=== block 1 ===
Block 1, I/O pins on the die edge:
Pins as bars across the die edge, other pins in gray.
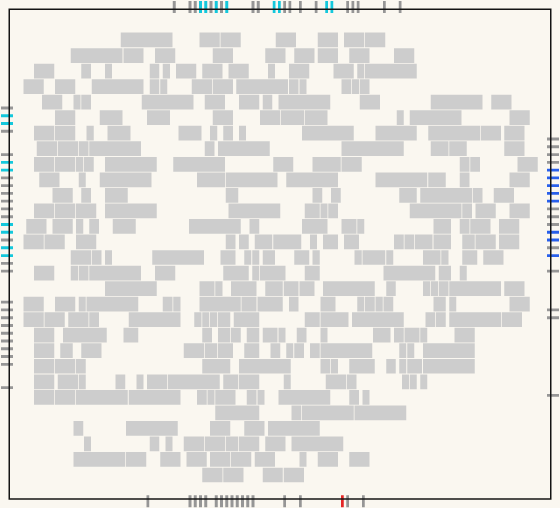
Block 1, signal wires on met3:
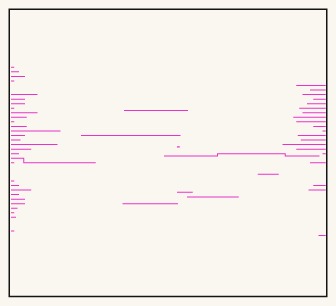
File: src/rtl/div_arbiter.sv
// div_arbiter: round-robin front end that shares one shift/subtract divider
// among NREQ requesters. It latches the winner's operands, strobes the divider
// and returns its result to the owner. Divide-by-zero is answered locally, and
// a stuck divider is cut off by a WAIT-state timeout. Every output is a flop.

// Per-requester slice: the round-robin "at or after pointer" qualifier and the
// zero-divisor flag for that requester's operands.
module div_arbiter_lane #(
  parameter int IDX   = 0,
  parameter int PW    = 1,
  parameter int WIDTH = 8
) (
  input  logic             req_i,
  input  logic [PW-1:0]    rr_i,
  input  logic [WIDTH-1:0] dvs_i,
  output logic             hi_o,
  output logic             dvs_zero_o
);
  assign hi_o       = req_i && (PW'(IDX) >= rr_i);
  assign dvs_zero_o = (dvs_i == '0);
endmodule

module div_arbiter #(
  parameter int NREQ    = 2,
  parameter int WIDTH   = 8,
  parameter int TIMEOUT = 24
) (
  input  logic                  clk,
  input  logic                  reset,
  input  logic [NREQ-1:0]       req,
  input  logic [NREQ*WIDTH-1:0] dividend_in,
  input  logic [NREQ*WIDTH-1:0] divisor_in,
  output logic [NREQ-1:0]       gnt,
  output logic [NREQ-1:0]       done,
  output logic [WIDTH-1:0]      quotient_out,
  output logic [WIDTH-1:0]      remainder_out,
  output logic                  err,
  output logic                  busy,
  output logic                  div_start,
  output logic [WIDTH-1:0]      div_dividend,
  output logic [WIDTH-1:0]      div_divisor,
  input  logic                  div_valid,
  input  logic [WIDTH-1:0]      div_quotient,
  input  logic [WIDTH-1:0]      div_remainder
);
  localparam int PW = (NREQ > 2) ? 2 : 1;
  localparam int CW = $clog2(TIMEOUT + 1);

  typedef enum logic [1:0] {S_IDLE, S_ISSUE, S_WAIT, S_DONE} state_t;

  state_t                        state_q, state_d;
  logic [PW-1:0]                 rr_q, rr_d;
  logic [PW-1:0]                 owner_q, owner_d;
  logic [CW-1:0]                 cnt_q, cnt_d;
  logic [NREQ-1:0]               gnt_q, gnt_d;
  logic [NREQ-1:0]               done_q, done_d;
  logic [WIDTH-1:0]              quo_q, quo_d;
  logic [WIDTH-1:0]              rem_q, rem_d;
  logic [WIDTH-1:0]              dvd_q, dvd_d;
  logic [WIDTH-1:0]              dvs_q, dvs_d;
  logic                          err_q, err_d;
  logic                          busy_q, busy_d;
  logic                          start_q, start_d;

  logic [NREQ-1:0][WIDTH-1:0]    dvd_lane, dvs_lane;
  logic [NREQ-1:0]               hi, dvs_zero;
  logic [PW-1:0]                 pick;
  logic                          found;

  // Unpack the flat operand buses and build the per-requester qualifiers.
  for (genvar i = 0; i < NREQ; i++) begin : g_lane
    assign dvd_lane[i] = dividend_in[i*WIDTH +: WIDTH];
    assign dvs_lane[i] = divisor_in[i*WIDTH +: WIDTH];
    div_arbiter_lane #(.IDX(i), .PW(PW), .WIDTH(WIDTH)) u_lane (
      .req_i      (req[i]),
      .rr_i       (rr_q),
      .dvs_i      (dvs_lane[i]),
      .hi_o       (hi[i]),
      .dvs_zero_o (dvs_zero[i])
    );
  end

  // Round-robin pick: lowest requester at/after the pointer, else wrap to the
  // lowest requester overall.
  always_comb begin
    pick  = '0;
    found = 1'b0;
    for (int i = 0; i < NREQ; i++) begin
      if (!found && hi[i]) begin
        pick  = PW'(i);
        found = 1'b1;
      end
    end
    for (int i = 0; i < NREQ; i++) begin
      if (!found && req[i]) begin
        pick  = PW'(i);
        found = 1'b1;
      end
    end
  end

  // Job controller: next state plus next value of every registered output.
  always_comb begin
    state_d = state_q;
    rr_d    = rr_q;
    owner_d = owner_q;
    cnt_d   = cnt_q;
    gnt_d   = gnt_q;
    done_d  = '0;
    quo_d   = quo_q;
    rem_d   = rem_q;
    dvd_d   = dvd_q;
    dvs_d   = dvs_q;
    err_d   = err_q;
    start_d = 1'b0;
    unique case (state_q)
      S_IDLE: begin
        gnt_d = '0;
        if (|req) begin
          owner_d = pick;
          gnt_d   = NREQ'(1) << pick;
          dvd_d   = dvd_lane[pick];
          dvs_d   = dvs_lane[pick];
          if (dvs_zero[pick]) begin
            // Answered locally; the divider never sees this job.
            state_d = S_DONE;
            done_d  = NREQ'(1) << pick;
            quo_d   = '1;
            rem_d   = dvd_lane[pick];
            err_d   = 1'b1;
          end else begin
            state_d = S_ISSUE;
            start_d = 1'b1;
          end
        end
      end
      S_ISSUE: begin
        state_d = S_WAIT;
        cnt_d   = '0;
      end
      S_WAIT: begin
        cnt_d = cnt_q + CW'(1);
        // A result arriving on the last allowed cycle still beats the timeout.
        if (div_valid) begin
          state_d = S_DONE;
          done_d  = gnt_q;
          quo_d   = div_quotient;
          rem_d   = div_remainder;
          err_d   = 1'b0;
        end else if (cnt_q == CW'(TIMEOUT - 1)) begin
          state_d = S_DONE;
          done_d  = gnt_q;
          quo_d   = '0;
          rem_d   = '0;
          err_d   = 1'b1;
        end
      end
      S_DONE: begin
        state_d = S_IDLE;
        gnt_d   = '0;
        rr_d    = (owner_q == PW'(NREQ - 1)) ? '0 : owner_q + PW'(1);
      end
      default: state_d = S_IDLE;
    endcase
    busy_d = (state_d != S_IDLE);
  end

  // State and output registers; reset abandons any job in flight.
  always_ff @(posedge clk or posedge reset) begin
    if (reset) begin
      state_q <= S_IDLE;
      rr_q    <= '0;
      owner_q <= '0;
      cnt_q   <= '0;
      gnt_q   <= '0;
      done_q  <= '0;
      quo_q   <= '0;
      rem_q   <= '0;
      dvd_q   <= '0;
      dvs_q   <= '0;
      err_q   <= 1'b0;
      busy_q  <= 1'b0;
      start_q <= 1'b0;
    end else begin
      state_q <= state_d;
      rr_q    <= rr_d;
      owner_q <= owner_d;
      cnt_q   <= cnt_d;
      gnt_q   <= gnt_d;
      done_q  <= done_d;
      quo_q   <= quo_d;
      rem_q   <= rem_d;
      dvd_q   <= dvd_d;
      dvs_q   <= dvs_d;
      err_q   <= err_d;
      busy_q  <= busy_d;
      start_q <= start_d;
    end
  end

  assign gnt           = gnt_q;
  assign done          = done_q;
  assign quotient_out  = quo_q;
  assign remainder_out = rem_q;
  assign err           = err_q;
  assign busy          = busy_q;
  assign div_start     = start_q;
  assign div_dividend  = dvd_q;
  assign div_divisor   = dvs_q;
endmodule

File: config.mk
export PLATFORM = sky130hd
export DESIGN_NAME = div_arbiter
export DESIGN_NICKNAME = d
export VERILOG_FILES = /design/src/rtl/div_arbiter.sv
export SDC_FILE = /design/constraint.sdc
export NUM_CORES = 1
export LEC_CHECK = 0
export CELL_PAD_IN_SITES_DETAIL_PLACEMENT = 0
export CELL_PAD_IN_SITES_GLOBAL_PLACEMENT = 1
export CORE_ASPECT_RATIO = 0.9
export CORE_MARGIN = 2
export CORE_UTILIZATION = 32
export CTS_CLUSTER_SIZE = 10
export DETAILED_ROUTE_END_ITERATION = 10
export PLACE_DENSITY = 0.84
export SLEW_MARGIN = 20
export SYNTH_ARGS = -nofsm -noshare
export SYNTH_HDL_FRONTEND = slang
export SYNTH_SLANG_ARGS = --single-unit
File: constraint.sdc
create_clock -name clk -period 2.38 [get_ports clk]
set_input_delay 0.476 -clock clk [delete_from_list [all_inputs] [get_ports clk]]
set_output_delay 0.476 -clock clk [all_outputs]
set_load 0.02 [all_outputs]
==> run summary <==
Implementation status.

- The classification of the worst-slack hold path is flip-flop to flip-flop.
- The simple logic cell fraction of the synthesized area is 15.1%.
- The post-route fraction of the period consumed by the critical path is between 90% and 100%.
- Per the gpl log, the routability congestion estimate is 0.775.
- The run finished with clean final reports.
- Data arrives at the worst endpoint at 2.37 ns.
- The main kind of combinational logic by area is AND-OR/OR-AND gates.
- The core footprint is 7110 sq um.
- The portion of total power attributed to combinational logic is 53.4%.
- The delay of the slowest cell on the worst path is 0.42 ns.
- By area the synthesized netlist is led by dfrtp_1, o21ai_0, mux2i_1, nand2_1, mux2_2.
- Based on the critical path, the design can be clocked at up to ~460 MHz.
- Checking max transition, the worst relative margin is 57.4%.
- The library cell used as clock root buffer is clkbuf_8.
- The leakage component of the power is 0.00153 uW.
- The group that draws the most power in this run is combinational logic.
## Picture notes: 'I/O pins on the die edge' of block 1
- cyan: dividend_in (pins 16; direction input; edge 8 left, 8 top)
- blue: div_quotient (pins 8; direction input; edge right)
- red: div_start (pins 1; direction output; edge bottom)

## Picture notes: 'signal wires on met3' of block 1
- longest straight run: 29.4 um
- nets with wire on the layer: 54
- main direction: horizontal
- share of all routed wire: 6.5%
global routing met3 resource utilization: 4.04%
Routed Wire Length: 5.95 mm
via count of the routed design: 2,084

layer usage:
layer	track usage, %	wire length (um)	vias to the layer above	share of wire [%]
met5	0	0	-	0
met3	4.04	386	6	6.5
li1	-	-	1049	-
met4	3.56	51	0	0.86
met1	20.6	2750	968	46
met2	26.6	2760	61	46
sequential cells by signal, summed over array words and instances, names as in the netlist:
signal and cells:
div_dividend 8, div_divisor 8, quotient_out 8, remainder_out 8, cnt_q 5, done 2, gnt 2, state_q 2
busy 1, div_start 1, err 1, owner_q 1, rr_q 1
path summary, 6_finish.rpt:
kind / from / to / slack, ns / cells after the start
max in group asynchronous: reset / div_divisor[5] / 1.36 / 3
min in group asynchronous: reset / gnt[1] / 0.52 / 2
min reg2reg: owner_q / rr_q / 0.47 / 1
max: divisor_in[4] / remainder_out[1] / 0.20 / 7
max reg2reg: state_q[0] / remainder_out[1] / 0.51 / 8
min: owner_q / rr_q / 0.47 / 1
area by class of cell:
type | count | area [sq um]
Clock buffer | 6 | 72.6
Clock inverter | 2 | 35.0
Fill cell | 691 | 3510
Inverter | 10 | 37.5
Multi-Input combinational cell | 169 | 1090
Sequential cell | 48 | 1200
Tap cell | 93 | 116
Timing Repair Buffer | 106 | 1050

=== block 2 ===
## src/rtl/ps2_pkg.sv

```systemverilog
// Shared PS/2 definitions: timing defaults, host-transmit FSM states and parity helper.
package ps2_pkg;

  localparam int unsigned SYSTEM_CLOCK       = 25_000_000;
  localparam int unsigned INHIBIT_CYCLES_DEF = 2500;
  localparam int unsigned START_TIMEOUT_DEF  = 375000;
  localparam int unsigned FRAME_TIMEOUT_DEF  = 50000;
  localparam int unsigned TIMER_W            = 19;

  typedef enum logic [2:0] {
    ST_IDLE,
    ST_INHIBIT,
    ST_REQ,
    ST_WAIT_DEV,
    ST_SEND,
    ST_RELEASE,
    ST_FAIL
  } tx_state_t;

  // PS/2 frames carry odd parity: the parity bit makes the total count of ones odd.
  function automatic logic odd_parity(input logic [7:0] b);
    return ~^b;
  endfunction

endpackage

```

## src/rtl/ps2_host_tx_if.sv

```systemverilog
// Command handshake and status signals between the host logic and ps2_host_tx.
interface ps2_host_tx_if;
  logic [7:0] tx_data;
  logic       tx_valid;
  logic       tx_ready;
  logic       busy;
  logic       done;
  logic       error;

  modport master (
    output tx_data, tx_valid,
    input  tx_ready, busy, done, error
  );

  modport slave (
    input  tx_data, tx_valid,
    output tx_ready, busy, done, error
  );
endinterface

```

## src/rtl/ps2_line_sync.sv

```systemverilog
// Two-flop synchronisers for the PS/2 clock and data pins plus clock falling-edge detect.
module ps2_line_sync (
  input  logic clk,
  input  logic reset,
  input  logic ps2_clk_in,
  input  logic ps2_data_in,
  output logic clk_s,
  output logic data_s,
  output logic clk_fe
);
  logic [1:0] clk_sync;
  logic [1:0] data_sync;
  logic       clk_prev;

  // Idle bus is high; resetting to 1 avoids a false edge after reset.
  always_ff @(posedge clk or posedge reset) begin
    if (reset) begin
      clk_sync  <= '1;
      data_sync <= '1;
      clk_prev  <= 1'b1;
    end else begin
      clk_sync  <= {clk_sync[0], ps2_clk_in};
      data_sync <= {data_sync[0], ps2_data_in};
      clk_prev  <= clk_sync[1];
    end
  end

  assign clk_s  = clk_sync[1];
  assign data_s = data_sync[1];
  assign clk_fe = clk_prev & ~clk_sync[1];
endmodule

```

## src/rtl/ps2_host_tx.sv

```systemverilog
// PS/2 host-to-device command transmitter with request-to-send, ACK check and timeouts.
module ps2_host_tx
  import ps2_pkg::*;
#(
  parameter int unsigned INHIBIT_CYCLES = INHIBIT_CYCLES_DEF,
  parameter int unsigned START_TIMEOUT  = START_TIMEOUT_DEF,
  parameter int unsigned FRAME_TIMEOUT  = FRAME_TIMEOUT_DEF
) (
  input  logic           clk,
  input  logic           reset,
  ps2_host_tx_if.slave   tx,
  input  logic           ps2_clk_in,
  input  logic           ps2_data_in,
  output logic           ps2_clk_oe,
  output logic           ps2_data_oe
);
  localparam logic [TIMER_W-1:0] INH_LAST = TIMER_W'(INHIBIT_CYCLES - 1);
  localparam logic [TIMER_W-1:0] STA_LAST = TIMER_W'(START_TIMEOUT - 1);
  localparam logic [TIMER_W-1:0] FRM_LAST = TIMER_W'(FRAME_TIMEOUT - 1);

  tx_state_t          state, state_d;
  logic [TIMER_W-1:0] timer, timer_d;
  logic [3:0]         bitcnt, bitcnt_d;
  logic [7:0]         shift, shift_d;
  logic               par, par_d;
  logic               clk_oe_d, data_oe_d;
  logic               clk_s, data_s, clk_fe;
  logic               done_c;

  ps2_line_sync u_sync (
    .clk         (clk),
    .reset       (reset),
    .ps2_clk_in  (ps2_clk_in),
    .ps2_data_in (ps2_data_in),
    .clk_s       (clk_s),
    .data_s      (data_s),
    .clk_fe      (clk_fe)
  );

  always_ff @(posedge clk or posedge reset) begin
    if (reset) begin
      state       <= ST_IDLE;
      timer       <= '0;
      bitcnt      <= '0;
      shift       <= '0;
      par         <= 1'b0;
      ps2_clk_oe  <= 1'b0;
      ps2_data_oe <= 1'b0;
    end else begin
      state       <= state_d;
      timer       <= timer_d;
      bitcnt      <= bitcnt_d;
      shift       <= shift_d;
      par         <= par_d;
      ps2_clk_oe  <= clk_oe_d;
      ps2_data_oe <= data_oe_d;
    end
  end

  // The oe registers are loaded with the value belonging to the next state,
  // so the pins follow the state register without any pin-to-oe path.
  always_comb begin
    state_d   = state;
    timer_d   = timer;
    bitcnt_d  = bitcnt;
    shift_d   = shift;
    par_d     = par;
    clk_oe_d  = 1'b0;
    data_oe_d = 1'b0;
    done_c    = 1'b0;
    case (state)
      ST_IDLE: begin
        if (tx.tx_valid) begin
          state_d  = ST_INHIBIT;
          timer_d  = '0;
          bitcnt_d = '0;
          shift_d  = tx.tx_data;
          par_d    = odd_parity(tx.tx_data);
          clk_oe_d = 1'b1;
        end
      end
      ST_INHIBIT: begin
        clk_oe_d = 1'b1;
        if (timer == INH_LAST) begin
          state_d   = ST_REQ;
          timer_d   = '0;
          data_oe_d = 1'b1;
        end else begin
          timer_d = timer + 1'b1;
        end
      end
      ST_REQ: begin
        state_d   = ST_WAIT_DEV;
        timer_d   = '0;
        data_oe_d = 1'b1;
      end
      ST_WAIT_DEV: begin
        data_oe_d = 1'b1;
        if (clk_fe) begin
          state_d   = ST_SEND;
          timer_d   = '0;
          bitcnt_d  = 4'd1;
          data_oe_d = ~shift[0];
        end else if (timer == STA_LAST) begin
          state_d   = ST_FAIL;
          data_oe_d = 1'b0;
        end else begin
          timer_d = timer + 1'b1;
        end
      end
      ST_SEND: begin
        data_oe_d = ps2_data_oe;
        timer_d   = timer + 1'b1;
        if (clk_fe) begin
          bitcnt_d = bitcnt + 1'b1;
          if (bitcnt <= 4'd7) begin
            data_oe_d = ~shift[bitcnt[2:0]];
          end else if (bitcnt == 4'd8) begin
            data_oe_d = ~par;
          end else if (bitcnt == 4'd9) begin
            data_oe_d = 1'b0;
          end else begin
            data_oe_d = 1'b0;
            state_d   = data_s ? ST_FAIL : ST_RELEASE;
          end
        end else if (timer == FRM_LAST) begin
          state_d   = ST_FAIL;
          data_oe_d = 1'b0;
        end
      end
      ST_RELEASE: begin
        timer_d = timer + 1'b1;
        if (clk_s && data_s) begin
          state_d = ST_IDLE;
          done_c  = 1'b1;
        end else if (timer == FRM_LAST) begin
          state_d = ST_FAIL;
        end
      end
      ST_FAIL: begin
        state_d = ST_IDLE;
      end
      default: begin
        state_d = ST_IDLE;
      end
    endcase
  end

  assign tx.tx_ready = (state == ST_IDLE);
  assign tx.busy     = (state != ST_IDLE);
  assign tx.done     = done_c;
  assign tx.error    = (state == ST_FAIL);
endmodule

```

## src/flat_wrapper.sv

```systemverilog
// flat-port wrapper written by rule: the top's interface ports become plain ports
module ps2_host_tx_flat import ps2_pkg::*;
#(
  parameter int unsigned INHIBIT_CYCLES = INHIBIT_CYCLES_DEF,
  parameter int unsigned START_TIMEOUT  = START_TIMEOUT_DEF,
  parameter int unsigned FRAME_TIMEOUT  = FRAME_TIMEOUT_DEF
)
  (clk, reset, ps2_clk_in, ps2_data_in, ps2_clk_oe, ps2_data_oe, tx_tx_data, tx_tx_valid, tx_tx_ready, tx_busy, tx_done, tx_error);
  ps2_host_tx_if tx_i ();
  input  logic clk;
  input  logic reset;
  input  logic ps2_clk_in;
  input  logic ps2_data_in;
  output logic ps2_clk_oe;
  output logic ps2_data_oe;
  input wire logic [$bits(tx_i.tx_data)-1:0] tx_tx_data;
  input wire logic [$bits(tx_i.tx_valid)-1:0] tx_tx_valid;
  output wire logic [$bits(tx_i.tx_ready)-1:0] tx_tx_ready;
  output wire logic [$bits(tx_i.busy)-1:0] tx_busy;
  output wire logic [$bits(tx_i.done)-1:0] tx_done;
  output wire logic [$bits(tx_i.error)-1:0] tx_error;
  assign tx_i.tx_data = tx_tx_data;
  assign tx_i.tx_valid = tx_tx_valid;
  assign tx_tx_ready = tx_i.tx_ready;
  assign tx_busy = tx_i.busy;
  assign tx_done = tx_i.done;
  assign tx_error = tx_i.error;
  ps2_host_tx #(.INHIBIT_CYCLES(INHIBIT_CYCLES), .START_TIMEOUT(START_TIMEOUT), .FRAME_TIMEOUT(FRAME_TIMEOUT)) u_core (.clk(clk), .reset(reset), .tx(tx_i), .ps2_clk_in(ps2_clk_in), .ps2_data_in(ps2_data_in), .ps2_clk_oe(ps2_clk_oe), .ps2_data_oe(ps2_data_oe));
endmodule
```

## config.mk

```make
export PLATFORM = sky130hd
export DESIGN_NAME = ps2_host_tx_flat
export DESIGN_NICKNAME = d
export VERILOG_FILES = /design/src/rtl/ps2_pkg.sv /design/src/rtl/ps2_host_tx_if.sv /design/src/rtl/ps2_line_sync.sv /design/src/rtl/ps2_host_tx.sv /design/src/flat_wrapper.sv
export SDC_FILE = /design/constraint.sdc
export NUM_CORES = 1
export LEC_CHECK = 0
export CORE_MARGIN = 2
export CORE_UTILIZATION = 52
export DETAILED_ROUTE_END_ITERATION = 16
export GPL_TIMING_DRIVEN = 0
export PLACE_DENSITY_LB_ADDON = 0.15
export SYNTH_ARGS = -nofsm -noshare
export SYNTH_HDL_FRONTEND = slang
export SYNTH_SLANG_ARGS = --single-unit
```

## constraint.sdc

```tcl
create_clock -name clk -period 2 [get_ports clk]
set_input_delay 0.3 -clock clk [delete_from_list [all_inputs] [get_ports clk]]
set_output_delay 0.3 -clock clk [all_outputs]
set_load 0.05 [all_outputs]
```

==> run summary <==
Implementation status.

- From synthesis to final layout, the design area changed by 25.6%.
- For this run, the leading register cell type out of synthesis is dfrtp_1.
- Clock-pin slew was measured on the worst setup and hold paths at 0.09 ns.
- For this run, the number of standard cells in the final layout without fillers is 355.
- The setup TNS after final layout is -0.281 ns.
- The number of instances in the synthesized netlist is 260.
- For this run, the register share of the synthesized area comes to 43.1%.
- The commonest non-fill, non-tap cell in the layout is dfrtp_1.
- The worst path required time is between 2 and 2.5 ns.
- The critical path launch point type is a flip-flop.
- Per the STA report, the cell with the highest stage delay on the worst path is dfrtp_1.
- Cells with a size suffix above 1 make up 24.8% of the layout.
- The post-detailed-route count of antenna-violating nets is 0.
- In the setup report, the worst path falls into the class flip-flop to flip-flop.
- The setup slack after placement is -0.492 ns.
- Per the gpl log, the routability congestion estimate is 0.875.
- The number of clock buffers inserted by TritonCTS is 5.
- The number of enable flip-flop cells is 0.
- The buffers plus inverters on the worst setup path is 1.
- The die is 72.7 um tall.
- The layout report lists the combined flip-flop and latch area as 1060 sq um.
- The summed area of non-filler cells in the final layout is 3080 sq um.
- Max fanout on the critical path was recorded as 5.
- The worst-case clock buffer depth is 2.
- The half-perimeter wire length after detailed placement is ~3.7 mm.
- At the pin with the least slew margin, the transition time is 0.859 ns.
- The final setup violation count is 16.
- The post-CTS setup-driven buffer insertion count is 10.
- The data arrival time of the critical path is 2.21 ns.
- During placement, the flow inserted port buffers numbering 18.
- The classification of the worst-slack hold path is flip-flop to flip-flop.
- The source of the critical timing path is u_core.timer[5].
- The leakage component of the power is 0.00125 uW.
- In the final routed layout, each cell accounts on average for 16.1 um.
- In the final layout, the registers with the most flip-flops are u_core.timer: 19 flops, u_core.shift: 8 flops, u_core.bitcnt: 4 flops.
- The detailed router reported a total wirelength of 5.72 mm.
- A synthesized cell averages 9.43 sq um.
- Leaving out fill and tap cells, the most frequent cells in the layout are dfrtp_1, nor2_1, nand2_1, nand3_1.
- The number of hold buffers added after CTS was 0.
- The delay of the slowest cell on the worst path is 0.45 ns.
- The H-tree level count is 2.
- The total number of vias is 2,126.
- The distinct cell type count after synthesis is 56.
- The flip-flop count of the largest register after layout is 19.
- The worst setup slack after layout is -0.0308 ns.
- Per the detail_route report, vias per standard cell equal 5.99.
- The flow ran to the end, but the final reports show violations.
- The number of maximum-capacitance violations recorded for the run is 0.
- TritonCTS built the clock tree.
- The final reports fail on setup timing.
- The via count of the first global-routing pass was 2,022.
kinds of logic after synthesis:
logic type	synth area share, %
simple gates	25.3
compound gates	13.6
flops	43.1
xor+xnor	6.79
buf+inv	3.16
mux	5.97
fa+ha+maj	2.04
power by group:
part	total, uW	switching (uW)	internal, uW
logic	1870	1050	821
clock network	679	306	373
registers	1210	159	1050
total	3770	1520	2250
area by class of cell:
class,instances,area share (%)
Multi-Input combinational cell,199,46.2
Sequential cell,42,34.4
Timing Repair Buffer,37,10.7
Clock buffer,6,2.36
Tap cell,52,2.11
Buffer,8,1.99
Clock inverter,2,1.22
Inverter,9,1.10
worst paths after layout:
path / cells after the start / slack (ns) / endpoint
worst max-delay path: 6 / -0.03 / u_core.timer[17]
worst min-delay path: 0 / 0.35 / u_core.u_sync.clk_sync[1]
worst max register to register: 6 / -0.03 / u_core.timer[17]
worst min register to register: 0 / 0.35 / u_core.u_sync.clk_sync[1]
max in group asynchronous: 2 / 0.93 / u_core.state[2]
min in group asynchronous: 2 / 0.49 / u_core.timer[3]
per-layer routing:
layer	vias to the layer above	track usage [%]	part of all wire [%]
met4	0	6.58	1.3
li1	1011	-	-
met2	74	35.3	46
met3	11	3.87	5.8
met1	1030	35.6	47
met5	-	0	0
Block 2, local utilization:
7 x 7 tiles, from white (low) to dark blue (high), 0 to 100% covered.
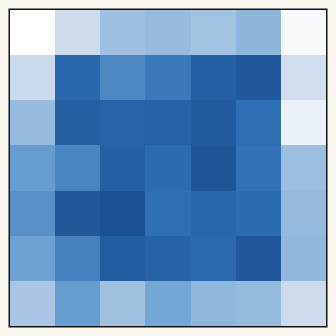
- mean over tiles: 57%
- tiles over 75% full: 37%
- nearly empty tiles: 2.0%
Core Region: 4440 sq um
post-route core utilization: 69.3%
Init Core Util: 55.2%

Block 2, clock network drawn from the DEF:
Bar = 20 um.
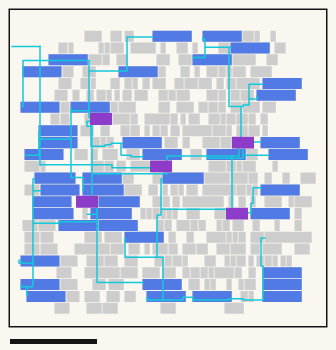
- blue: flip-flops (count 42)
- cyan: clock wires (length 553 um)
- purple: cells driving clock nets (count 5)
- flops lie: spread over the die

Block 2, I/O pins on the die edge:
Pins as bars across the die edge, other pins in gray.
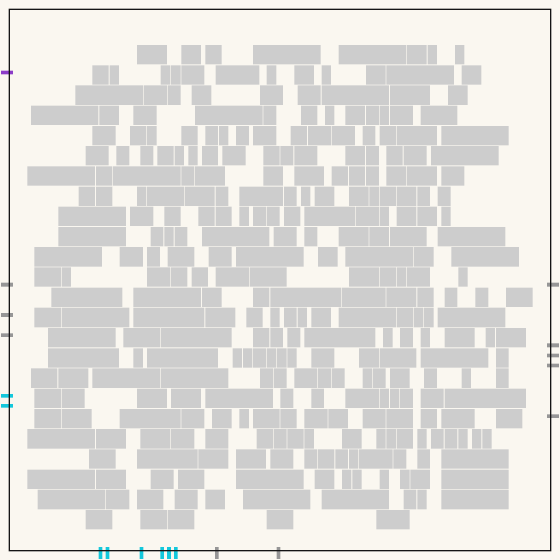
- cyan: tx_tx_data (pins 8; direction input; edge 6 bottom, 2 left)
- purple: clk (pins 1; direction input; edge left)
- all pins by edge: 8 bottom, 6 left, 5 right


=== block 3 ===
Block 3, cell placement:
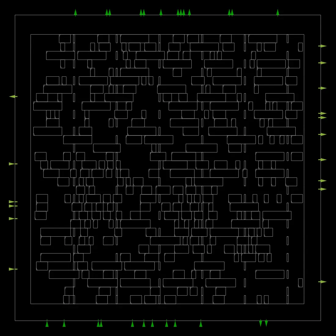
**config.mk**
```make
export PLATFORM = sky130hd
export DESIGN_NAME = seg_scan_decoder
export DESIGN_NICKNAME = d
export VERILOG_FILES = /design/src/rtl/seg_scan_decoder.sv
export SDC_FILE = /design/constraint.sdc
export NUM_CORES = 1
export LEC_CHECK = 0
export CAP_MARGIN = 25
export CELL_PAD_IN_SITES_DETAIL_PLACEMENT = 1
export CELL_PAD_IN_SITES_GLOBAL_PLACEMENT = 2
export CORE_MARGIN = 5
export CORE_UTILIZATION = 35
export DETAILED_ROUTE_END_ITERATION = 8
export GPL_ROUTABILITY_DRIVEN = 0
export PLACE_DENSITY_LB_ADDON = 0.1
export SYNTH_ARGS = -nofsm -noshare
export SYNTH_HDL_FRONTEND = slang
export SYNTH_SLANG_ARGS = --single-unit
```
**constraint.sdc**
```tcl
create_clock -name CLK -period 6.2 [get_ports CLK]
set_clock_uncertainty 0.05 [all_clocks]
set_input_delay 0.93 -clock CLK [delete_from_list [all_inputs] [get_ports CLK]]
set_output_delay 0.93 -clock CLK [all_outputs]
set_load 0.01 [all_outputs]
```
**src/rtl/seg_scan_decoder.sv**
```systemverilog
// seg_scan_decoder
// Receive side of the hex-to-7-segment display path. It watches the multiplexed
// anode/segment bus and waits for each digit dwell to hold steady. It decodes the
// segment pattern back to a nibble, and publishes a full display word once every
// digit has been seen.
// Optional feature: define DP_CAPTURE_EN to capture the decimal point of each
// digit and present it on Dp_out. When it is undefined, Dp_out is tied to zero.
module seg_scan_decoder #(
  parameter int NUM_DIGITS    = 4,
  parameter int SETTLE_CYCLES = 4
) (
  input  logic                    CLK,
  input  logic                    Reset,
  input  logic [NUM_DIGITS-1:0]   Anode_in,
  input  logic [7:0]              Seg_in,
  input  logic                    Err_clr,
  output logic [4*NUM_DIGITS-1:0] Value_out,
  output logic                    Valid_out,
  output logic [NUM_DIGITS-1:0]   Digit_mask,
  output logic                    Err_out,
  output logic [NUM_DIGITS-1:0]   Dp_out
);

  localparam int SW = NUM_DIGITS + 8;
  localparam int CW = $clog2(SETTLE_CYCLES + 1);
  localparam logic [CW-1:0] SETTLE_MAX = CW'(SETTLE_CYCLES);
  localparam logic [CW-1:0] CNT_ONE    = CW'(1);

  typedef struct packed {
    logic       ok;
    logic [3:0] nib;
  } dec_t;

  // Inverse of the encoder's hex table; anything not listed is undecodable.
  function automatic dec_t decode_seg(input logic [6:0] seg);
    dec_t r;
    r.ok  = 1'b1;
    r.nib = 4'h0;
    case (seg)
      7'b0000001: r.nib = 4'h0;
      7'b1001111: r.nib = 4'h1;
      7'b0010010: r.nib = 4'h2;
      7'b0000110: r.nib = 4'h3;
      7'b1001100: r.nib = 4'h4;
      7'b0100100: r.nib = 4'h5;
      7'b0100000: r.nib = 4'h6;
      7'b0001111: r.nib = 4'h7;
      7'b0000000: r.nib = 4'h8;
      7'b0000100: r.nib = 4'h9;
      7'b0001000: r.nib = 4'hA;
      7'b1100000: r.nib = 4'hB;
      7'b0110001: r.nib = 4'hC;
      7'b1000010: r.nib = 4'hD;
      7'b0110000: r.nib = 4'hE;
      7'b0111000: r.nib = 4'hF;
      default:    r.ok  = 1'b0;
    endcase
    return r;
  endfunction

  // Number of anodes currently pulled low.
  function automatic int count_low(input logic [NUM_DIGITS-1:0] an);
    int n;
    n = 0;
    for (int i = 0; i < NUM_DIGITS; i++) begin
      if (!an[i]) n++;
    end
    return n;
  endfunction

  logic [SW-1:0]           in_sample;
  logic [SW-1:0]           samp_q, samp_d;
  logic [CW-1:0]           cnt_q, cnt_d;
  logic                    same_sample;
  logic                    settle_edge;
  int                      low_cnt;
  logic                    one_low;
  logic                    multi_low;
  logic                    blank_pat;
  dec_t                    dec;
  logic                    capture_en;
  logic                    err_set;
  logic                    frame_done;
  logic [4*NUM_DIGITS-1:0] shadow_q, shadow_d;
  logic [NUM_DIGITS-1:0]   mask_q, mask_d;
  logic [4*NUM_DIGITS-1:0] value_q, value_d;
  logic                    valid_q, valid_d;
  logic                    err_q, err_d;

  assign in_sample = {Anode_in, Seg_in};

  // Stability counter: it counts consecutive identical samples and saturates at the settle
  // threshold. The settle edge fires only once per dwell, when the count first reaches
  // the threshold.
  always_comb begin
    samp_d      = in_sample;
    same_sample = (in_sample == samp_q);
    if (same_sample) begin
      cnt_d = (cnt_q == SETTLE_MAX) ? cnt_q : cnt_q + CNT_ONE;
    end else begin
      cnt_d = CNT_ONE;
    end
    settle_edge = (cnt_d == SETTLE_MAX) && (!same_sample || (cnt_q != SETTLE_MAX));
  end

  // Classify the settled sample: a good digit, a blank digit, a bad pattern or an anode conflict.
  always_comb begin
    low_cnt    = count_low(Anode_in);
    one_low    = (low_cnt == 1);
    multi_low  = (low_cnt > 1);
    dec        = decode_seg(Seg_in[7:1]);
    blank_pat  = (Seg_in[7:1] == 7'b1111111);
    capture_en = settle_edge && one_low && dec.ok;
    err_set    = settle_edge && (multi_low || (one_low && !dec.ok && !blank_pat));
  end

  // Frame assembly: publish the shadow word when the mask is full. A capture on the
  // same edge belongs to the new frame.
  always_comb begin
    shadow_d   = shadow_q;
    mask_d     = mask_q;
    value_d    = value_q;
    valid_d    = 1'b0;
    frame_done = &mask_q;
    if (frame_done) begin
      value_d = shadow_q;
      valid_d = 1'b1;
      mask_d  = '0;
    end
    if (capture_en) begin
      for (int i = 0; i < NUM_DIGITS; i++) begin
        if (!Anode_in[i]) begin
          shadow_d[4*i +: 4] = dec.nib;
          mask_d[i]          = 1'b1;
        end
      end
    end
  end

  // Sticky error flag: a new error in the same cycle wins over a clear request.
  always_comb begin
    err_d = err_q;
    if (err_set) begin
      err_d = 1'b1;
    end else if (Err_clr) begin
      err_d = 1'b0;
    end
  end

  // State registers. The sample register resets to an idle bus, so the first real dwell differs from it.
  always_ff @(posedge CLK or negedge Reset) begin
    if (!Reset) begin
      samp_q   <= '1;
      cnt_q    <= '0;
      shadow_q <= '0;
      mask_q   <= '0;
      value_q  <= '0;
      valid_q  <= 1'b0;
      err_q    <= 1'b0;
    end else begin
      samp_q   <= samp_d;
      cnt_q    <= cnt_d;
      shadow_q <= shadow_d;
      mask_q   <= mask_d;
      value_q  <= value_d;
      valid_q  <= valid_d;
      err_q    <= err_d;
    end
  end

  assign Value_out  = value_q;
  assign Valid_out  = valid_q;
  assign Digit_mask = mask_q;
  assign Err_out    = err_q;

`ifdef DP_CAPTURE_EN
  logic [NUM_DIGITS-1:0] dp_shadow_q, dp_shadow_d;
  logic [NUM_DIGITS-1:0] dp_out_q, dp_out_d;

  // Decimal points follow the nibbles: they are captured per digit and published with the frame.
  always_comb begin
    dp_shadow_d = dp_shadow_q;
    dp_out_d    = dp_out_q;
    if (frame_done) dp_out_d = dp_shadow_q;
    if (capture_en) begin
      for (int i = 0; i < NUM_DIGITS; i++) begin
        if (!Anode_in[i]) dp_shadow_d[i] = ~Seg_in[0];
      end
    end
  end

  // Decimal-point registers.
  always_ff @(posedge CLK or negedge Reset) begin
    if (!Reset) begin
      dp_shadow_q <= '0;
      dp_out_q    <= '0;
    end else begin
      dp_shadow_q <= dp_shadow_d;
      dp_out_q    <= dp_out_d;
    end
  end

  assign Dp_out = dp_out_q;
`else
  assign Dp_out = '0;
`endif

endmodule

```
==> run summary <==
Implementation status.

- The flow ran to the end, and the final reports show no timing, DRC or antenna violations.
- The path class of the tightest hold or removal check is flip-flop to flip-flop.
- The clock network is responsible for 32.2% of the overall power.
- The switching portion of total power is 26.5%.
- The number of hold-slack violations in the final timing report is 0.
- The delay of the slowest cell on the worst path is roughly 0.65 ns.
- The non-clock inverters instantiated in the layout total 8.
- The biggest area consumer among cell classes is flip-flops and latches.
- The fraction of synthesis flops using an asynchronous set or reset pin is 100%.
- The wire length of the first global-routing pass is 10.4 mm.
- The floorplan step set the die height to 98.8 um.
- The internal power summed over all cells is 460 uW.
- The residual overflow from global routing is 0.
- During placement, the flow inserted port buffers numbering 36.
- The number of flip-flops and latches is roughly 53.
- The width of the die is 98.8 um.
- The fraction of final layout cells sized beyond drive strength 1 is around 16%.
- The synthesis run shows the most used standard cells to be nand2_1, dfrtp_1, xnor2_1.
- The leakage component of the power is between 0.001 and 0.0015 uW.
- The source of the critical timing path is Anode_in[0].
- The final setup violation count is 0.
- The number of clock buffers in the layout is 5.
- Setup repair after global routing left no endpoint under its margin.
- The per-instance average area after synthesis is 10.7 sq um.
- The routed design shows a wire length per standard cell of 15.6 um.
- The relative slew slack is 40.8%.
- After detailed routing, the total wire length is just over 6 mm.
- The pin count of the biggest net entering global routing is ~54.
- The utilization after layout is 42.1%.
- After layout, the minimum clock period comes to 3.50 ns.
- The share of synthesized area occupied by flip-flops and latches is roughly 49%.
- The clock edge transition at the registers on the reported setup and hold paths is 0.10 ns.
- The number of placement rows is 32.
- The met2 routing resource usage after global routing is between 20% and 30%.
- The cell count after synthesis came out at 258.
- The area of the multi-input gates is between 1000 and 1500 sq um.
- After detailed placement, the design holds a cell count of 383.
- Of the available clock period, the critical path in the final layout requires 56.5%.
- The report shows a maximum critical-path fanout of 7.
- The detailed-route DRC error count is 0.
- The capturing element of the worst setup path is shadow_q[4].
- The half-perimeter wire length after detailed placement is roughly 4.4 mm.
- The non-clock buffer area fraction after layout is 11.2%.
- The analysis attributes to net switching a power of 166 uW.
- Yosys instantiated no cell more often than nand2_1.
- Per the layout area report, the register area comes to 1340 sq um.
- The number of synthesized register bits is about 53.
- TritonCTS created 5 clock buffers.
- Yosys attributes the largest share of cell area to dfrtp_1, dfstp_2, nand2_1, xnor2_1, mux2_2.
- STA classifies the critical path startpoint as an input port.
- The DRC marker count from the first detailed-route iteration is 36.
- The number of enable flip-flop cells is 0.
- Per the Yosys statistics, synthesis produced 258 cells.
About 'cell placement' of block 3:
Core Region: 7690 sq um
fill cell instance count of the final layout: 897
tap cell instance count: 102

kinds of logic after synthesis:
kind of cell             count (synthesis)  share of synthesized area (%)
AND-OR/OR-AND                           31                           8.35
XOR/XNOR                                17                           5.40
adder cells (fa/ha/maj)                  6                           2.72
buffers and inverters                   25                           5.17
flip-flops                              53                           48.6
multiplexers                            16                           6.53
other                                    1                          0.136
AND/OR/NAND/NOR                        109                           23.0
power groups by stage:
stage	logic [uW]	registers, uW	clock network, uW
6_report	70.6	354	201
5_1_grt	79.0	355	228
4_1_cts	71.7	355	212
3_5_place_dp	71.3	361	0
3_3_place_gp	71.2	361	0
2_1_floorplan	47.0	361	0
metrics by stage:
stage	setup slack, ns	total power, uW	hold WS (ns)	area, sq um
6_report	2.70	626	0.418	3240
5_1_grt	2.50	662	0.448	3240
4_1_cts	2.65	638	0.424	3240
3_5_place_dp	2.36	432	0.400	3150
3_3_place_gp	2.35	432	0.394	3150
2_1_floorplan	3.31	408	0.382	2770
layer usage:
layer | wire length, um | part of all wire (%) | up-vias
li1 | - | - | 939
met1 | 2900 | 48 | 966
met2 | 2940 | 48 | 33
met3 | 157 | 2.6 | 9
met4 | 99 | 1.6 | 0
met5 | 0 | 0 | -

=== block 4 ===
Block 4, I/O pins on the die edge:
Pins as bars across the die edge, other pins in gray.
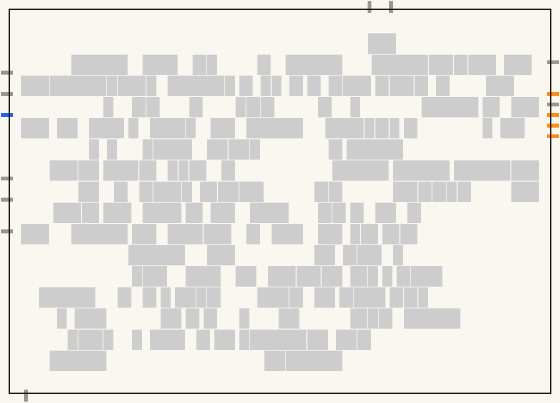
Block 4, local utilization:
7 x 5 tiles, from white (low) to dark blue (high), 0 to 100% covered.
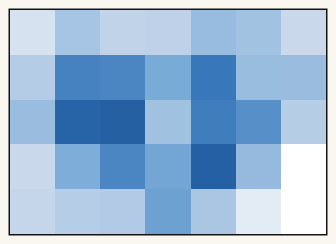
### src/rtl/fsb_pkg.sv
// rtl/fsb_pkg.sv - shared types and constants for the front-side-bus cycle controller
package fsb_pkg;

  typedef enum logic [1:0] {
    REG_NONE,
    REG_RAM,
    REG_ROM,
    REG_EXT
  } region_e;

  typedef enum logic [1:0] {
    IDLE,
    WAIT,
    ACK,
    RECOVER
  } state_e;

  localparam logic [3:0] ROM_BASE_NIB = 4'h4;
  localparam logic [3:0] RAM_TOP_NIB  = 4'h3;
  localparam int         CNT_W        = 8;

endpackage

### src/rtl/fsb_decode.sv
// rtl/fsb_decode.sv - combinational address-to-region decode with boot overlay
module fsb_decode
  import fsb_pkg::*;
(
  input  logic [3:0] a_i,
  input  logic       overlay_i,
  output logic [1:0] region_o
);

  // Low 4 MB is ROM while the boot overlay is active, RAM otherwise.
  always_comb begin
    region_o = REG_EXT;
    if (a_i <= RAM_TOP_NIB) begin
      region_o = overlay_i ? REG_ROM : REG_RAM;
    end else if (a_i == ROM_BASE_NIB) begin
      region_o = REG_ROM;
    end
  end

endmodule

### src/rtl/fsb_cycle.sv
// rtl/fsb_cycle.sv - 68000 bus cycle FSM: chip selects, wait states, DTACK/BERR, overlay
module fsb_cycle
  import fsb_pkg::*;
#(
  parameter int RAM_WS  = 0,
  parameter int ROM_WS  = 2,
  parameter int BERR_TO = 255
) (
  input  logic       CLK,
  input  logic       RST,
  input  logic       nAS,
  input  logic       nWE,
  input  logic [3:0] A,
  input  logic       nEXTDTACK,
  output logic       RAMCS,
  output logic       ROMCS,
  output logic       EXTCS,
  output logic       nDTACK,
  output logic       nBERR,
  output logic       OVERLAY
);

  localparam logic [CNT_W-1:0] RAM_WS_C  = CNT_W'(RAM_WS);
  localparam logic [CNT_W-1:0] ROM_WS_C  = CNT_W'(ROM_WS);
  localparam logic [CNT_W-1:0] BERR_TO_C = CNT_W'(BERR_TO);

  state_e           state_q;
  region_e          region_q;
  logic [CNT_W-1:0] cnt_q;
  logic [CNT_W-1:0] cnt_d;
  logic             ramcs_q;
  logic             romcs_q;
  logic             extcs_q;
  logic             dtack_n_q;
  logic             berr_n_q;
  logic             overlay_q;

  logic [1:0]       dec_region;
  logic [CNT_W-1:0] ws_new;
  logic [CNT_W-1:0] ws_cur;
  logic             ws_hit;
  logic             to_hit;

  // R/W is only meaningful to the downstream strobe decoder.
  logic             unused_nwe;
  assign unused_nwe = nWE;

  fsb_decode u_decode (
    .a_i       (A),
    .overlay_i (overlay_q),
    .region_o  (dec_region)
  );

  // Saturating next count plus wait-state / timeout comparisons against it.
  always_comb begin
    cnt_d  = (cnt_q == {CNT_W{1'b1}}) ? cnt_q : cnt_q + 1'b1;
    ws_new = (dec_region == REG_RAM) ? RAM_WS_C : ROM_WS_C;
    ws_cur = (region_q == REG_RAM) ? RAM_WS_C : ROM_WS_C;
    ws_hit = (cnt_d >= ws_cur);
    to_hit = (cnt_d >= BERR_TO_C);
  end

  // Cycle FSM with registered chip selects, acknowledges and overlay flag.
  always_ff @(posedge CLK) begin
    if (RST) begin
      state_q   <= RECOVER;
      region_q  <= REG_NONE;
      cnt_q     <= '0;
      ramcs_q   <= 1'b0;
      romcs_q   <= 1'b0;
      extcs_q   <= 1'b0;
      dtack_n_q <= 1'b1;
      berr_n_q  <= 1'b1;
      overlay_q <= 1'b1;
    end else begin
      case (state_q)
        RECOVER: begin
          if (nAS) state_q <= IDLE;
        end
        IDLE: begin
          if (!nAS) begin
            region_q <= region_e'(dec_region);
            ramcs_q  <= (dec_region == REG_RAM);
            romcs_q  <= (dec_region == REG_ROM);
            extcs_q  <= (dec_region == REG_EXT);
            cnt_q    <= '0;
            // Overlay drops on first access to the real ROM window; the
            // current cycle already used the old value for its decode.
            if (A == ROM_BASE_NIB && dec_region == REG_ROM) overlay_q <= 1'b0;
            if (dec_region != REG_EXT && ws_new == '0) begin
              dtack_n_q <= 1'b0;
              state_q   <= ACK;
            end else begin
              state_q <= WAIT;
            end
          end
        end
        WAIT: begin
          if (nAS) begin
            region_q  <= REG_NONE;
            ramcs_q   <= 1'b0;
            romcs_q   <= 1'b0;
            extcs_q   <= 1'b0;
            dtack_n_q <= 1'b1;
            berr_n_q  <= 1'b1;
            state_q   <= IDLE;
          end else begin
            cnt_q <= cnt_d;
            if (region_q == REG_EXT) begin
              // External DTACK takes precedence over a coincident timeout.
              if (!nEXTDTACK) begin
                dtack_n_q <= 1'b0;
                state_q   <= ACK;
              end else if (to_hit) begin
                berr_n_q <= 1'b0;
                state_q  <= ACK;
              end
            end else if (ws_hit) begin
              dtack_n_q <= 1'b0;
              state_q   <= ACK;
            end
          end
        end
        ACK: begin
          if (nAS) begin
            region_q  <= REG_NONE;
            ramcs_q   <= 1'b0;
            romcs_q   <= 1'b0;
            extcs_q   <= 1'b0;
            dtack_n_q <= 1'b1;
            berr_n_q  <= 1'b1;
            state_q   <= IDLE;
          end
        end
        default: begin
          state_q <= RECOVER;
        end
      endcase
    end
  end

  assign RAMCS   = ramcs_q;
  assign ROMCS   = romcs_q;
  assign EXTCS   = extcs_q;
  assign nDTACK  = dtack_n_q;
  assign nBERR   = berr_n_q;
  assign OVERLAY = overlay_q;

endmodule
### config.mk
export PLATFORM = sky130hd
export DESIGN_NAME = fsb_cycle
export DESIGN_NICKNAME = d
export VERILOG_FILES = /design/src/rtl/fsb_pkg.sv /design/src/rtl/fsb_decode.sv /design/src/rtl/fsb_cycle.sv
export SDC_FILE = /design/constraint.sdc
export NUM_CORES = 1
export LEC_CHECK = 0
export CAP_MARGIN = 20
export CELL_PAD_IN_SITES_DETAIL_PLACEMENT = 0
export CELL_PAD_IN_SITES_GLOBAL_PLACEMENT = 1
export CORE_ASPECT_RATIO = 0.7
export CORE_UTILIZATION = 40
export CTS_CLUSTER_SIZE = 30
export DETAILED_ROUTE_END_ITERATION = 10
export HOLD_SLACK_MARGIN = 0.12
export PLACE_DENSITY_LB_ADDON = 0.1
export SKIP_LAST_GASP = 1
export SLEW_MARGIN = 20
export SYNTH_ARGS = -nofsm -noshare
export SYNTH_HDL_FRONTEND = slang
export SYNTH_SLANG_ARGS = --single-unit
### constraint.sdc
create_clock -name CLK -period 3.7 [get_ports CLK]
set_clock_uncertainty 0.1 [all_clocks]
set_input_delay 1.11 -clock CLK [delete_from_list [all_inputs] [get_ports CLK]]
set_output_delay 1.11 -clock CLK [all_outputs]
set_load 0.01 [all_outputs]
==> run summary <==
Implementation status.

- Per the TritonCTS log, the buffer count is 3.
- The switching portion of total power is between 30% and 40%.
- Per the final report, max-transition violations number 0.
- Pin placement for this block handled 15 I/O pins.
- The flow ran to the end, and the final reports show no timing, DRC or antenna violations.
- Post-synthesis, Yosys gives the total cell area as 1270 sq um.
- The DRC marker count from the first detailed-route iteration is 105.
- The detailed router reports a met2 wire length of 1.22 mm.
- The clock edge transition at the registers on the reported setup and hold paths is approximately 0.070 ns.
- The overall power after layout is 549 uW.
- The post-synth count of flops with an enable pin is 0.
- The flow reports power dissipated in the clock network as 166 uW.
- The worst ir drop on vdd is 255 uV.
- The wire length after detailed routing is between 3 and 4 mm.
- The clock latency on the worst-skew pair is between 0.2 and 0.3 ns.
- Before any placement, the netlist area is recorded as 1270 sq um.
- The relative slew slack is 57.7%.
- The via count of the first global-routing pass is 1,122.
- Yosys reports that the leading cell type by area covers 28.3% of the netlist area.
- The post-detailed-route count of antenna-violating nets is 0.
- The TritonCTS clock tree is yes.
- The internal power of the cells totals 371 uW.
- Global routing finished with a remaining overflow of 0.
- The synthesized netlist devotes ~5.9% of its cell area to adder and majority cells.
## Picture notes: 'I/O pins on the die edge' of block 4
- blue: nAS (pins 1; direction input; edge left)
- orange: A (pins 4; direction input; edge right)
- all pins by edge: 6 right, 6 left, 2 top, 1 bottom

## Picture notes: 'local utilization' of block 4
- emptiest ninth of the die: bottom right
- mean over tiles: 42%
- nearly empty tiles: 5.7%
- tiles over 75% full: 8.6%
- fullest tile: 81%
Init Core Util: 43.9%
post-route core utilization: 51.0%
Core Region: 2900 sq um

==> layout by cell type, fill, tap and decap left out, types with 4 or more instances in the layout <==
cell type,instances
dfxtp_1,18
a21oi_1,18
nand2_1,15
nor2_1,14
clkdlybuf4s50_1,13
nand3_1,11
o21ai_0,11
inv_1,8
nor3_1,6
ha_1,6
buf_4,6
nand4_1,4
clkbuf_8,4
==> critical path, stage by stage (launching register included) <==
cell and delay [ns]:
dfxtp_1 0.47, ha_1 0.22, nand3_1 0.10, o21ai_0 0.24
a21boi_0 0.26, ha_1 0.27, o21bai_1 0.17, a221o_1 0.36
or4_4 0.53, and4b_1 0.22, a211o_1 0.25
==> layout make-up <==
cell class	count	area (sq um)	share of cell area (%)
Clock buffer	4	55.1	3.72
Tap cell	36	45.0	3.04
Inverter	8	30.0	2.03
Timing Repair Buffer	19	175	11.8
Multi-Input combinational cell	129	816	55.1
Sequential cell	18	360	24.3
==> registers in the layout, indices dropped and copies added (netlist names) <==
name      cells
state_q       2
nDTACK        1
ROMCS         1
cnt_q         8
region_q      2
OVERLAY       1
EXTCS         1
nBERR         1
RAMCS         1

=== block 5 ===
[src/rtl/rom_rr_read_arbiter.sv]
// Round-robin arbiter sharing one synchronous-read ROM port between N requesters.
// Issues one address per clock and tracks the requester ID through the ROM read latency.
module rom_rr_read_arbiter #(
  parameter int w  = 8,
  parameter int d  = 16,
  parameter int N  = 4,
  localparam int AW = $clog2(d),
  localparam int IW = $clog2(N)
) (
  input  logic            clk,
  input  logic            rst_n,
  input  logic [N-1:0]    req_vld,
  input  logic [N*AW-1:0] req_addr,
  output logic [N-1:0]    req_rdy,
  output logic [AW-1:0]   rom_addr,
  input  logic [w-1:0]    rom_data,
  output logic [N-1:0]    rsp_vld,
  output logic [w-1:0]    rsp_data,
  output logic [IW-1:0]   rsp_id,
  output logic            busy
);

  logic [AW-1:0] rom_addr_q, rom_addr_d;
  logic [IW-1:0] ptr_q, ptr_d;
  logic          s1_v_q, s1_v_d;
  logic [IW-1:0] s1_id_q, s1_id_d;
  logic          s2_v_q, s2_v_d;
  logic [IW-1:0] s2_id_q, s2_id_d;
  logic [N-1:0]  rsp_vld_q, rsp_vld_d;
  logic [w-1:0]  rsp_data_q, rsp_data_d;
  logic [IW-1:0] rsp_id_q, rsp_id_d;

  logic          grant;
  logic [IW-1:0] win;

  // Rotating search starting at the priority pointer; first active requester wins.
  always_comb begin
    int idx;
    grant   = 1'b0;
    win     = '0;
    idx     = 0;
    for (int k = 0; k < N; k++) begin
      idx = int'(ptr_q) + k;
      if (idx >= N) idx = idx - N;
      if (!grant && req_vld[idx]) begin
        grant = 1'b1;
        win   = IW'(idx);
      end
    end
    req_rdy = '0;
    if (grant && rst_n) req_rdy[win] = 1'b1;
  end

  // Stage E0: issue address; E1: ROM read in flight; E2: capture response.
  always_comb begin
    rom_addr_d = rom_addr_q;
    ptr_d      = ptr_q;
    s1_id_d    = s1_id_q;
    s1_v_d     = grant;
    if (grant) begin
      rom_addr_d = req_addr[win*AW +: AW];
      ptr_d      = (win == IW'(N-1)) ? '0 : win + 1'b1;
      s1_id_d    = win;
    end

    s2_v_d  = s1_v_q;
    s2_id_d = s1_id_q;

    rsp_vld_d  = '0;
    rsp_data_d = rsp_data_q;
    rsp_id_d   = rsp_id_q;
    if (s2_v_q) begin
      rsp_vld_d[s2_id_q] = 1'b1;
      rsp_data_d         = rom_data;
      rsp_id_d           = s2_id_q;
    end
  end

  always_ff @(posedge clk or negedge rst_n) begin
    if (!rst_n) begin
      rom_addr_q <= '0;
      ptr_q      <= '0;
      s1_v_q     <= 1'b0;
      s1_id_q    <= '0;
      s2_v_q     <= 1'b0;
      s2_id_q    <= '0;
      rsp_vld_q  <= '0;
      rsp_data_q <= '0;
      rsp_id_q   <= '0;
    end else begin
      rom_addr_q <= rom_addr_d;
      ptr_q      <= ptr_d;
      s1_v_q     <= s1_v_d;
      s1_id_q    <= s1_id_d;
      s2_v_q     <= s2_v_d;
      s2_id_q    <= s2_id_d;
      rsp_vld_q  <= rsp_vld_d;
      rsp_data_q <= rsp_data_d;
      rsp_id_q   <= rsp_id_d;
    end
  end

  assign rom_addr = rom_addr_q;
  assign rsp_vld  = rsp_vld_q;
  assign rsp_data = rsp_data_q;
  assign rsp_id   = rsp_id_q;
  assign busy     = s1_v_q | s2_v_q;

endmodule

[config.mk]
export PLATFORM = sky130hd
export DESIGN_NAME = rom_rr_read_arbiter
export DESIGN_NICKNAME = d
export VERILOG_FILES = /design/src/rtl/rom_rr_read_arbiter.sv
export SDC_FILE = /design/constraint.sdc
export NUM_CORES = 1
export LEC_CHECK = 0
export ABC_AREA = 1
export CAP_MARGIN = 20
export CORE_MARGIN = 1.5
export CORE_UTILIZATION = 35
export CTS_CLUSTER_SIZE = 12
export DETAILED_ROUTE_END_ITERATION = 8
export PLACE_DENSITY = 0.65
export REMOVE_ABC_BUFFERS = 1
export SYNTH_ARGS = -nofsm -noshare
export SYNTH_HDL_FRONTEND = slang
export SYNTH_SLANG_ARGS = --single-unit
[constraint.sdc]
create_clock -name clk -period 3.55 [get_ports clk]
set_input_delay 1.065 -clock clk [delete_from_list [all_inputs] [get_ports clk]]
set_output_delay 1.065 -clock clk [all_outputs]
set_load 0.005 [all_outputs]
Block 5, I/O pins on the die edge:
Pins as bars across the die edge, other pins in gray.
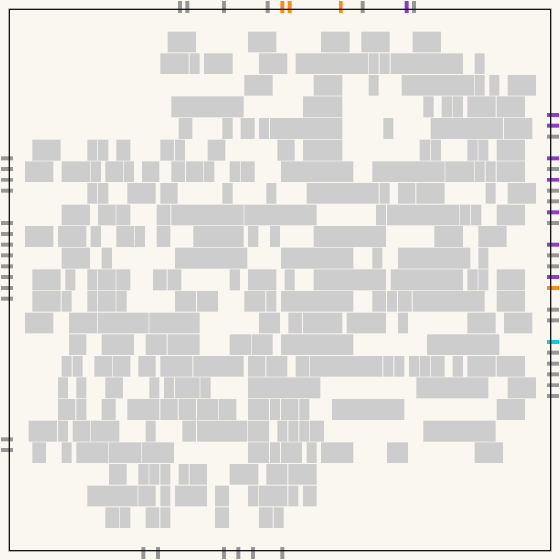
- cyan: clk (pins 1; direction input; edge right)
- orange: rom_addr (pins 4; direction output; edge 3 top, 1 right)
- purple: rsp_data (pins 8; direction output; edge 7 right, 1 top)
- all pins by edge: 23 right, 14 left, 10 top, 6 bottom
die boundary width: 68.0 um
input/output buffers: 52
Die Y-Extent: 68.0 um

==> run summary <==
Implementation status.

- Per the GRT congestion report, total overflow comes to 0.
- The core footprint is 4030 sq um.
- Once iteration 0 of detailed routing completed, the report listed between 40 and 50 DRC markers.
- Dividing total power by cell area gives a power density of just over 1000 nW/um^2.
- Counting the warning lines in the Yosys log gives 0.
- The total number of vias is 1,361.
- The post-route fraction of the period consumed by the critical path is 96.3%.
- The largest fanout of any net on the critical path is 3.
- The final hold violation count recorded for this run is 0.
- The growth of design area from synthesis to finish is 51.4%.
- At the pin with the least slew margin, the transition time is between 0.5 and 0.6 ns.
- Ranked by power, first place goes to combinational logic.
- Per the final report, max-transition violations number 0.
- The final critical-path required period is about 3.4 ns.
- The number of ports placed on the die boundary is 53.
- The leakage component of the power is 0.00111 uW.
- The worst path required time is between 2 and 2.5 ns.
- The flow ran to the end, and the final reports show no timing, DRC or antenna violations.
- The layer flagged by global routing as most heavily used is met2.
- Among the stages of the critical path, the cell type that occurs most often is nand2_4.
- The detailed router reported a total wirelength of 3.32 mm.
- The cell depth of the worst setup path is 13.
- The data arrival time of the critical path is approximately 2.4 ns.
- The clock edge transition at the registers on the reported setup and hold paths is ~0.090 ns.
- For this sky-water flow run, the detailed-routed wirelength per cell is reported as ~11 um.
- The clock latency on the worst-skew pair is about 0.26 ns.
- Buffers inserted during clock tree synthesis total 3.
- The initial antenna violation count was 0.
- The total placed instance area is 2110 sq um.
- The synthesized netlist was found by Yosys to have ~190 cells.
- The cell type that accounts for the most area after synthesis is dfrtp_1.
- The endpoint kind of the worst setup timing path is a primary output.
- The fraction of final layout cells sized beyond drive strength 1 is between 20 and 30%.
- The fraction of synthesis flops using an asynchronous set or reset pin is 100%.
- The library cell used as clock root buffer is clkbuf_8.
- The worst hold path cell count is 0.
- After synthesis the netlist holds a flip-flop and latch count of 26.
- Yosys reports that the leading cell type by area covers 44.1% of the netlist area.
- The timing report attributes the biggest portion of critical-path delay to simple AND/OR/NAND/NOR gates.
- The yosys-reported design area after synthesis is 1480 sq um.
- The chip occupies ~4600 sq um.
- The worst-case max-slew headroom was logged as 62.6%.
- The distinct cell type count after synthesis is 22.
- The length of the first detailed-routing pass in iterations is 6.
- The number of max-cap violations is 0.
- The tool warning count for the run is 25.
- In the post-synthesis netlist, the biggest area contributors are dfrtp_1, nand2_1, nand3_1, inv_1, nand2_2.
- The wire length of the first global-routing pass is 5.46 mm.
- The top routing layer in use is met4.
cells by family (layout without fill, tap and decap cells):
| kind of cell | Yosys count | in the layout | synth area share (%) |
|---|---|---|---|
| simple gates | 125 | 125 | 43.4 |
| buf+inv | 29 | 94 | 9.92 |
| flops | 26 | 26 | 44.1 |
| compound gates | 5 | 5 | 1.78 |
| fa+ha+maj | 1 | 1 | 0.847 |
layout make-up:
cell class	count	share of cell area [%]
Sequential cell	26	29.1
Clock buffer	4	2.46
Tap cell	50	2.80
Timing Repair Buffer	67	26.7
Inverter	23	4.31
Multi-Input combinational cell	131	34.6
stage by stage:
step,hold slack (ns),utilization [%],instances,TNS [ns],setup slack [ns]
floorplan,0.346,-,180,0,0.0484
global placement,0.356,52.4,296,-2.02,-0.517
detailed placement,0.364,52.4,296,-2.19,-0.599
CTS,0.385,54.1,301,0,0.0250
global route,0.400,55.5,301,0,0.00358
finish,0.384,55.5,301,0,0.133
state kept, by name, indices dropped and copies added, names as in the netlist:
register and cells:
s1_id_q 2, rsp_id 2, s2_v_q 1, rsp_data 8
rsp_vld 4, s1_v_q 1, s2_id_q 2, ptr_q 2
rom_addr 4


==> notes/layouts.md <==
Pictures saved along the way, in no particular order.

Local utilization.
image #1
7 x 7 tiles, from white (low) to dark blue (high), 0 to 100% covered.
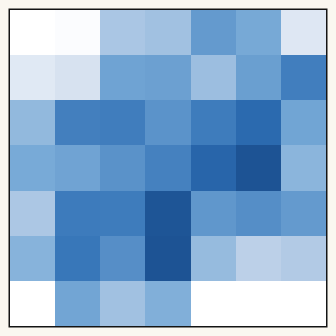
image #2
9 x 9 tiles, from white (low) to dark blue (high), 0 to 100% covered.
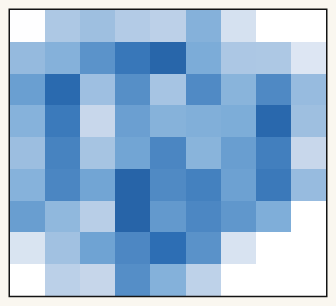
image #3
10 x 10 tiles, from white (low) to dark blue (high), 0 to 100% covered.
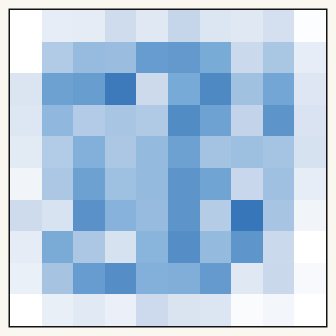
Of these, lowest utilization: image #3
Block 3 is image #3.
Block 5 is image #1.
Block 1 is image #2.

No activity file was given, so power comes from the tool's default toggle rates.
